==================== block 1
block_1/congestion.png
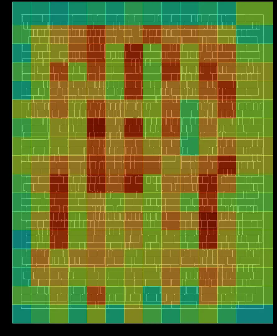

--- src/rtl/log2_fract.sv ---
// log2_fract
// ----------
// Front stage of the FLOG bfloat16 pipeline. Unpacks one bfloat16 operand,
// classifies special values and produces a fixed-point log2:
//   integer_o : unbiased exponent (two's complement)
//   log_f_o   : fractional bits of log2(1.mant), MSB weight 2^-1
// The fraction comes from a square-and-compare iteration on the mantissa,
// one result bit per cycle.
//
// Ports
//   clk       : clock, rising edge
//   rst       : asynchronous reset, active low
//   valid_i   : operand valid (accepted when ready_o is high)
//   data_i    : bfloat16 operand {sign, exp, mant}
//   ready_o   : high only while idle
//   integer_o : exp - BIAS, truncated to EXP_WIDTH bits
//   log_f_o   : fraction of log2(1.mant)
//   special_o : 00 normal, 01 -inf, 10 +inf, 11 NaN
//   valid_o   : one-cycle result strobe
module log2_fract #(
    parameter int EXP_WIDTH   = 8,
    parameter int FRACT_WIDTH = 7,
    parameter int BIAS        = 127,
    parameter int GUARD       = 4
) (
    input  logic                        clk,
    input  logic                        rst,
    input  logic                        valid_i,
    input  logic [EXP_WIDTH+FRACT_WIDTH:0] data_i,
    output logic                        ready_o,
    output logic signed [EXP_WIDTH-1:0] integer_o,
    output logic [FRACT_WIDTH-1:0]      log_f_o,
    output logic [1:0]                  special_o,
    output logic                        valid_o
);

    localparam int YW = 1 + FRACT_WIDTH + GUARD;   // 1.x mantissa register
    localparam int SW = 2 * YW;                    // 2.x square, never overflows
    localparam int CW = $clog2(FRACT_WIDTH + 1);

    localparam logic [1:0] SP_NORM = 2'b00;
    localparam logic [1:0] SP_NINF = 2'b01;
    localparam logic [1:0] SP_PINF = 2'b10;
    localparam logic [1:0] SP_NAN  = 2'b11;

    typedef enum logic [1:0] {
        IDLE = 2'd0,
        CALC = 2'd1,
        OUT  = 2'd2
    } state_t;

    // Operand classification.
    function automatic logic [1:0] classify(input logic sgn,
                                            input logic [EXP_WIDTH-1:0] e,
                                            input logic [FRACT_WIDTH-1:0] m);
        logic [1:0] r;
        if (&e) begin
            if (m != '0)     r = SP_NAN;
            else if (!sgn)   r = SP_PINF;
            else             r = SP_NAN;
        end else if (e == '0) begin
            r = SP_NINF;
        end else if (sgn) begin
            r = SP_NAN;
        end else begin
            r = SP_NORM;
        end
        return r;
    endfunction

    // Unbiased exponent, wrapped to EXP_WIDTH bits.
    function automatic logic signed [EXP_WIDTH-1:0] unbias(input logic [EXP_WIDTH-1:0] e);
        return EXP_WIDTH'(int'(e) - BIAS);
    endfunction

    // One square-and-compare step. Returns {result_bit, next_y}; next_y is
    // s/2 when s >= 2, else s, truncated back to the 1.x register width.
    function automatic logic [YW:0] sq_step(input logic [YW-1:0] y);
        logic [SW-1:0] s;
        logic [YW-1:0] yn;
        s = SW'(y) * SW'(y);
        if (s[SW-1]) yn = YW'(s >> YW);
        else         yn = YW'(s >> (YW - 1));
        return {s[SW-1], yn};
    endfunction

    state_t                        state_q, state_d;
    logic [CW-1:0]                 cnt_q, cnt_d;
    logic [YW-1:0]                 y_q, y_d;
    logic [FRACT_WIDTH-1:0]        acc_q, acc_d;
    logic signed [EXP_WIDTH-1:0]   int_acc_q, int_acc_d;
    logic [1:0]                    sp_acc_q, sp_acc_d;
    logic signed [EXP_WIDTH-1:0]   integer_q, integer_d;
    logic [FRACT_WIDTH-1:0]        log_f_q, log_f_d;
    logic [1:0]                    special_q, special_d;
    logic                          valid_q, valid_d;

    logic                          sgn;
    logic [EXP_WIDTH-1:0]          exp_f;
    logic [FRACT_WIDTH-1:0]        mant_f;
    logic [1:0]                    cls;
    logic [YW:0]                   step;

    assign sgn    = data_i[EXP_WIDTH+FRACT_WIDTH];
    assign exp_f  = data_i[EXP_WIDTH+FRACT_WIDTH-1:FRACT_WIDTH];
    assign mant_f = data_i[FRACT_WIDTH-1:0];

    always_comb begin
        state_d   = state_q;
        cnt_d     = cnt_q;
        y_d       = y_q;
        acc_d     = acc_q;
        int_acc_d = int_acc_q;
        sp_acc_d  = sp_acc_q;
        integer_d = integer_q;
        log_f_d   = log_f_q;
        special_d = special_q;
        valid_d   = 1'b0;
        cls       = classify(sgn, exp_f, mant_f);
        step      = sq_step(y_q);

        case (state_q)
            IDLE: begin
                if (valid_i) begin
                    sp_acc_d = cls;
                    acc_d    = '0;
                    if (cls != SP_NORM) begin
                        int_acc_d = '0;
                        state_d   = OUT;
                    end else begin
                        int_acc_d = unbias(exp_f);
                        y_d       = {1'b1, mant_f, {GUARD{1'b0}}};
                        cnt_d     = '0;
                        state_d   = CALC;
                    end
                end
            end
            CALC: begin
                // First bit produced ends up in the MSB after all shifts.
                y_d   = step[YW-1:0];
                acc_d = {acc_q[FRACT_WIDTH-2:0], step[YW]};
                cnt_d = cnt_q + CW'(1);
                if (cnt_q == CW'(FRACT_WIDTH - 1)) state_d = OUT;
            end
            OUT: begin
                valid_d   = 1'b1;
                integer_d = int_acc_q;
                log_f_d   = acc_q;
                special_d = sp_acc_q;
                state_d   = IDLE;
            end
            default: state_d = IDLE;
        endcase
    end

    always_ff @(posedge clk or negedge rst) begin
        if (!rst) begin
            state_q   <= IDLE;
            cnt_q     <= '0;
            y_q       <= '0;
            acc_q     <= '0;
            int_acc_q <= '0;
            sp_acc_q  <= SP_NORM;
            integer_q <= '0;
            log_f_q   <= '0;
            special_q <= SP_NORM;
            valid_q   <= 1'b0;
        end else begin
            state_q   <= state_d;
            cnt_q     <= cnt_d;
            y_q       <= y_d;
            acc_q     <= acc_d;
            int_acc_q <= int_acc_d;
            sp_acc_q  <= sp_acc_d;
            integer_q <= integer_d;
            log_f_q   <= log_f_d;
            special_q <= special_d;
            valid_q   <= valid_d;
        end
    end

    assign ready_o   = (state_q == IDLE);
    assign integer_o = integer_q;
    assign log_f_o   = log_f_q;
    assign special_o = special_q;
    assign valid_o   = valid_q;

endmodule

--- config.mk ---
export PLATFORM = sky130hd
export DESIGN_NAME = log2_fract
export DESIGN_NICKNAME = d
export VERILOG_FILES = /design/src/rtl/log2_fract.sv
export SDC_FILE = /design/constraint.sdc
export NUM_CORES = 1
export LEC_CHECK = 0
export CORE_ASPECT_RATIO = 1.25
export CORE_MARGIN = 3
export CORE_UTILIZATION = 64
export CTS_CLUSTER_DIAMETER = 50
export DETAILED_ROUTE_END_ITERATION = 10
export GPL_TIMING_DRIVEN = 0
export MAX_ROUTING_LAYER = met4
export PLACE_DENSITY_LB_ADDON = 0.05
export SLEW_MARGIN = 20
export SYNTH_ARGS = -nofsm -noshare
export SYNTH_HDL_FRONTEND = slang
export SYNTH_SLANG_ARGS = --single-unit
--- constraint.sdc ---
create_clock -name clk -period 10.1 [get_ports clk]
set_clock_uncertainty 0.1 [all_clocks]
set_input_delay 2.525 -clock clk [delete_from_list [all_inputs] [get_ports clk]]
set_output_delay 2.525 -clock clk [all_outputs]
set_load 0.005 [all_outputs]
==================== block 2
`src/rtl/axis_ingress.sv`:
```
// AXI4-Stream ingress slice: registered two-entry skid buffer, maximum frame length
// enforcement (truncate and discard), and per-beat control strobes for the parser.
module axis_ingress #(
    parameter int DATA_WIDTH = 64,
    parameter int MAX_BEATS  = 190,
    parameter int BEAT_CNT_W = 8
) (
    input  logic                  clk,
    input  logic                  rst,
    input  logic [DATA_WIDTH-1:0] s_axis_tdata,
    input  logic                  s_axis_tvalid,
    output logic                  s_axis_tready,
    input  logic                  s_axis_tlast,
    output logic [DATA_WIDTH-1:0] axis_tdata_out,
    output logic                  axis_tvalid_out,
    input  logic                  axis_tready_out,
    output logic                  axis_tlast_out,
    output logic                  beat_accept,
    output logic                  frame_start,
    output logic                  frame_end,
    output logic [BEAT_CNT_W-1:0] beat_index,
    output logic                  oversize
);

    typedef enum logic [1:0] {
        BUF_EMPTY,
        BUF_ONE,
        BUF_FULL
    } buf_state_e;

    localparam logic [BEAT_CNT_W-1:0] LAST_IN_CNT = BEAT_CNT_W'(MAX_BEATS - 1);

    buf_state_e            r_buf_state;
    logic [DATA_WIDTH-1:0] r_out_data;
    logic [DATA_WIDTH-1:0] r_skid_data;
    logic                  r_out_last;
    logic                  r_skid_last;
    logic                  r_tready;
    logic                  r_drop;
    logic                  r_oversize;
    logic                  r_first;
    logic [BEAT_CNT_W-1:0] r_in_cnt;
    logic [BEAT_CNT_W-1:0] r_beat_index;

    buf_state_e            w_buf_next;
    logic                  w_accept;
    logic                  w_write;
    logic                  w_trunc;
    logic                  w_in_last;
    logic                  w_pop;
    logic                  w_drop_next;

    assign w_accept  = s_axis_tvalid & r_tready;
    assign w_write   = w_accept & ~r_drop;
    // The beat that reaches the length limit without tlast is kept, but closes the frame.
    assign w_trunc   = w_write & ~s_axis_tlast & (r_in_cnt == LAST_IN_CNT);
    assign w_in_last = s_axis_tlast | w_trunc;
    assign w_pop     = (r_buf_state != BUF_EMPTY) & axis_tready_out;

    assign w_drop_next = r_drop ? ~(w_accept & s_axis_tlast) : w_trunc;

    always_comb begin
        w_buf_next = r_buf_state;
        case (r_buf_state)
            BUF_EMPTY: if (w_write) w_buf_next = BUF_ONE;
            BUF_ONE: begin
                if (w_write && !w_pop)      w_buf_next = BUF_FULL;
                else if (!w_write && w_pop) w_buf_next = BUF_EMPTY;
            end
            BUF_FULL:  if (w_pop) w_buf_next = BUF_ONE;
            default:   w_buf_next = BUF_EMPTY;
        endcase
    end

    // NOTE: sequential state uses non-blocking assignments so every register samples pre-edge values.
    always_ff @(posedge clk) begin
        if (rst) begin
            r_buf_state <= BUF_EMPTY;
            r_out_data  <= '0;
            r_out_last  <= 1'b0;
            r_tready    <= 1'b1;
        end else begin
            r_buf_state <= w_buf_next;
            r_tready    <= (w_buf_next != BUF_FULL) | w_drop_next;
            case (r_buf_state)
                BUF_EMPTY: if (w_write) begin
                    r_out_data <= s_axis_tdata;
                    r_out_last <= w_in_last;
                end
                BUF_ONE: if (w_write && w_pop) begin
                    r_out_data <= s_axis_tdata;
                    r_out_last <= w_in_last;
                end
                BUF_FULL: if (w_pop) begin
                    r_out_data <= r_skid_data;
                    r_out_last <= r_skid_last;
                end
                default: ;
            endcase
        end
    end

    // NOTE: the skid entry needs no reset; it is only read after the FULL state has written it.
    always_ff @(posedge clk) begin
        if (r_buf_state == BUF_ONE && w_write && !w_pop) begin
            r_skid_data <= s_axis_tdata;
            r_skid_last <= w_in_last;
        end
    end

    always_ff @(posedge clk) begin
        if (rst) begin
            r_drop     <= 1'b0;
            r_in_cnt   <= '0;
            r_oversize <= 1'b0;
        end else begin
            r_drop     <= w_drop_next;
            r_oversize <= w_trunc;
            if (w_accept) begin
                if (r_drop || s_axis_tlast || w_trunc) r_in_cnt <= '0;
                else                                   r_in_cnt <= r_in_cnt + BEAT_CNT_W'(1);
            end
        end
    end

    always_ff @(posedge clk) begin
        if (rst) begin
            r_first      <= 1'b1;
            r_beat_index <= '0;
        end else if (frame_end) begin
            r_first      <= 1'b1;
            r_beat_index <= '0;
        end else if (beat_accept) begin
            r_first      <= 1'b0;
            r_beat_index <= r_beat_index + BEAT_CNT_W'(1);
        end
    end

    assign s_axis_tready   = r_tready;
    assign axis_tdata_out  = r_out_data;
    assign axis_tlast_out  = r_out_last;
    assign axis_tvalid_out = (r_buf_state != BUF_EMPTY);
    assign beat_accept     = axis_tvalid_out & axis_tready_out;
    assign frame_start     = beat_accept & r_first;
    assign frame_end       = beat_accept & r_out_last;
    assign beat_index      = r_beat_index;
    assign oversize        = r_oversize;

endmodule

```
`config.mk`:
```
export PLATFORM = sky130hd
export DESIGN_NAME = axis_ingress
export DESIGN_NICKNAME = d
export VERILOG_FILES = /design/src/rtl/axis_ingress.sv
export SDC_FILE = /design/constraint.sdc
export NUM_CORES = 1
export LEC_CHECK = 0
export ABC_AREA = 1
export CAP_MARGIN = 20
export CORE_UTILIZATION = 30
export DETAILED_ROUTE_END_ITERATION = 7
export PLACE_DENSITY = 0.6
export SYNTH_ARGS = -nofsm -noshare
export SYNTH_HDL_FRONTEND = slang
export SYNTH_SLANG_ARGS = --single-unit
```
`constraint.sdc`:
```
create_clock -name clk -period 19.4 [get_ports clk]
set_input_delay 3.88 -clock clk [delete_from_list [all_inputs] [get_ports clk]]
set_output_delay 3.88 -clock clk [all_outputs]
set_load 0.005 [all_outputs]
```
block_1/clk_routes.png
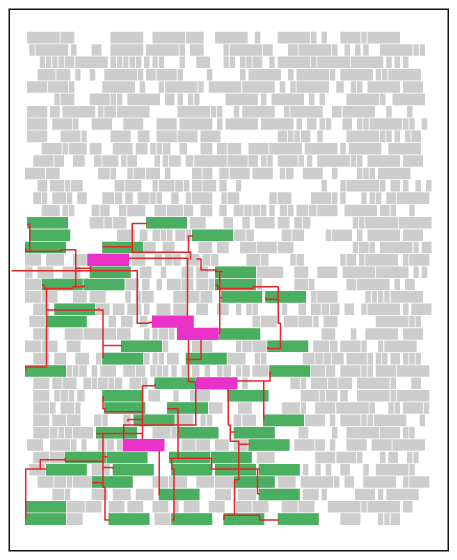
[magenta] clock drivers | count: 5
[green] flip-flops | count: 52
[red] clock wires | length: 565 µm
routed clock nets: 6

## Picture notes: block_1/congestion.png
Final Util: 74.0%
wire length per cell: 16.9 µm
All-Layer GR Usage: 28.3%
met1 Usage GRT: 36.0%
met2 Resource Use GR: 48.0%

==> results.txt, block 1 <==
flow finished, numbers: clk tree area frac=a little over 2%, Max Clock Freq=146 MHz, outcome=complete, no violations, Hold Slack=0.376 ns, Setup Crit Path Kind=register to register, CP Depth=19, inverters=147, DR WL met3=692 µm, NonClk Buf Share=6.98%, # nets final=approximately 900, Top Metal Used=met4, cts bufs inserted=5, FP Rows=40, largest net degree at the start of global routing=36, number of global-route vias before repair=5275, WL met1=5910 µm, post-cts gate resize count=0, FF+latch count=52, Post-CTS Setup Bufs=0, DR iter-0 viols=250, Top FF cell, synth=dfrtp_1, commonest cells in the netlist=inv_1 (147), fa_1 (81), nand2_1 (63), # Cells Yosys=between 700 and 800
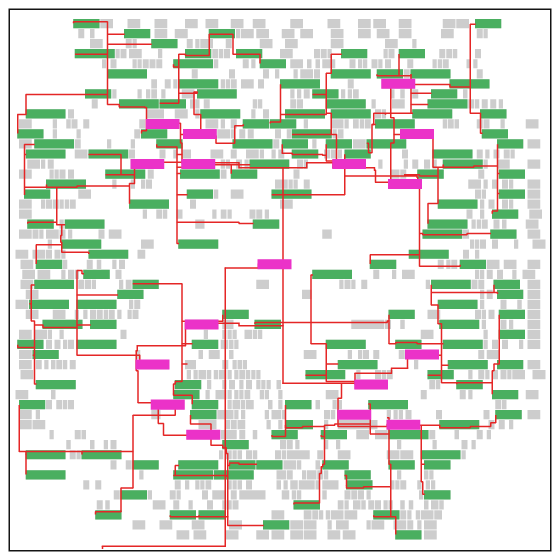
block_2/clk_routes.png
[magenta] clock drivers | count: 17
[red] clock wires | length: 2080 µm
[green] flip-flops | count: 152
routed clock nets: 18
flops lie: all over the die

==> results.txt, block 2 <==
flow finished, numbers: outcome=complete, no violations, port buffer count=between 100 and 150, GP Congestion=just over 0.8, clock skew=0.0112 ns, synth-to-layout area growth=35.6%, tap cell instance count=270, commonest cells in the netlist=nand2_1 (168), inv_1 (88), dfxtp_1 (87), Slew Viols, Final=0, most frequent cell after synthesis=nand2_1, # nets final=926, DR WL met3=665 µm, Reg clk slew, reported paths=around 0.050 ns, top cells, area=edfxtp_1 (31%), dfxtp_1 (28%), nand2_1 (10%), Seq. cell area=3690 µm², setup violation total in the final timing report=0, critical path endpoint=beat_accept


==> screenshots <==
Metal layers overlaid.
panel A
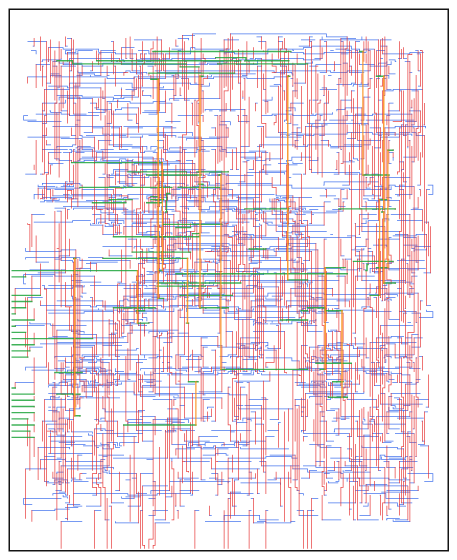
panel B
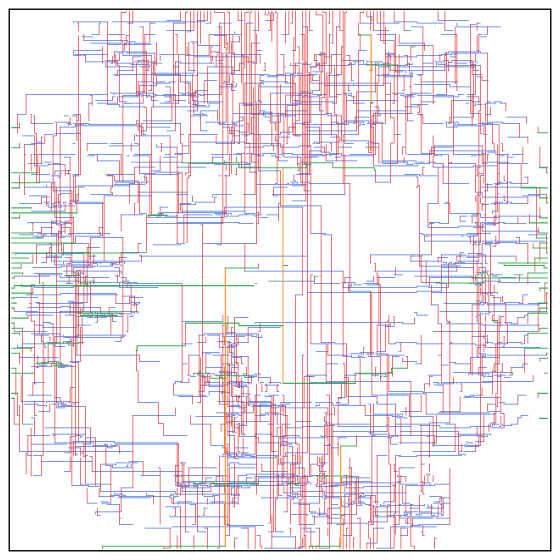
| picture | from |
|---|---|
| panel B | block 2 |
| panel A | block 1 |


==> gallery <==
Placement by cell class.
(a)
Bar = 50 µm.
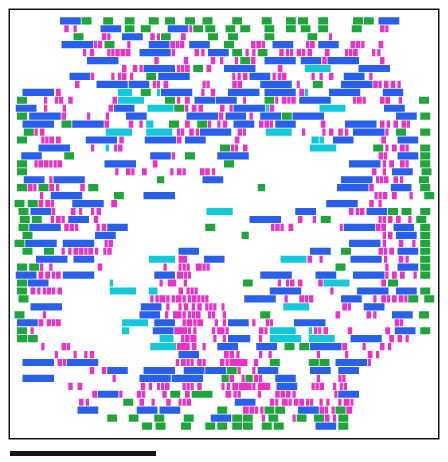
(b)
Bar = 20 µm.
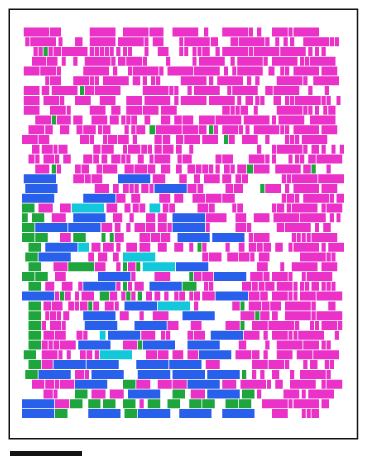
For block 1, see (b).
For block 2, see (a).
Of these, largest die: (a)

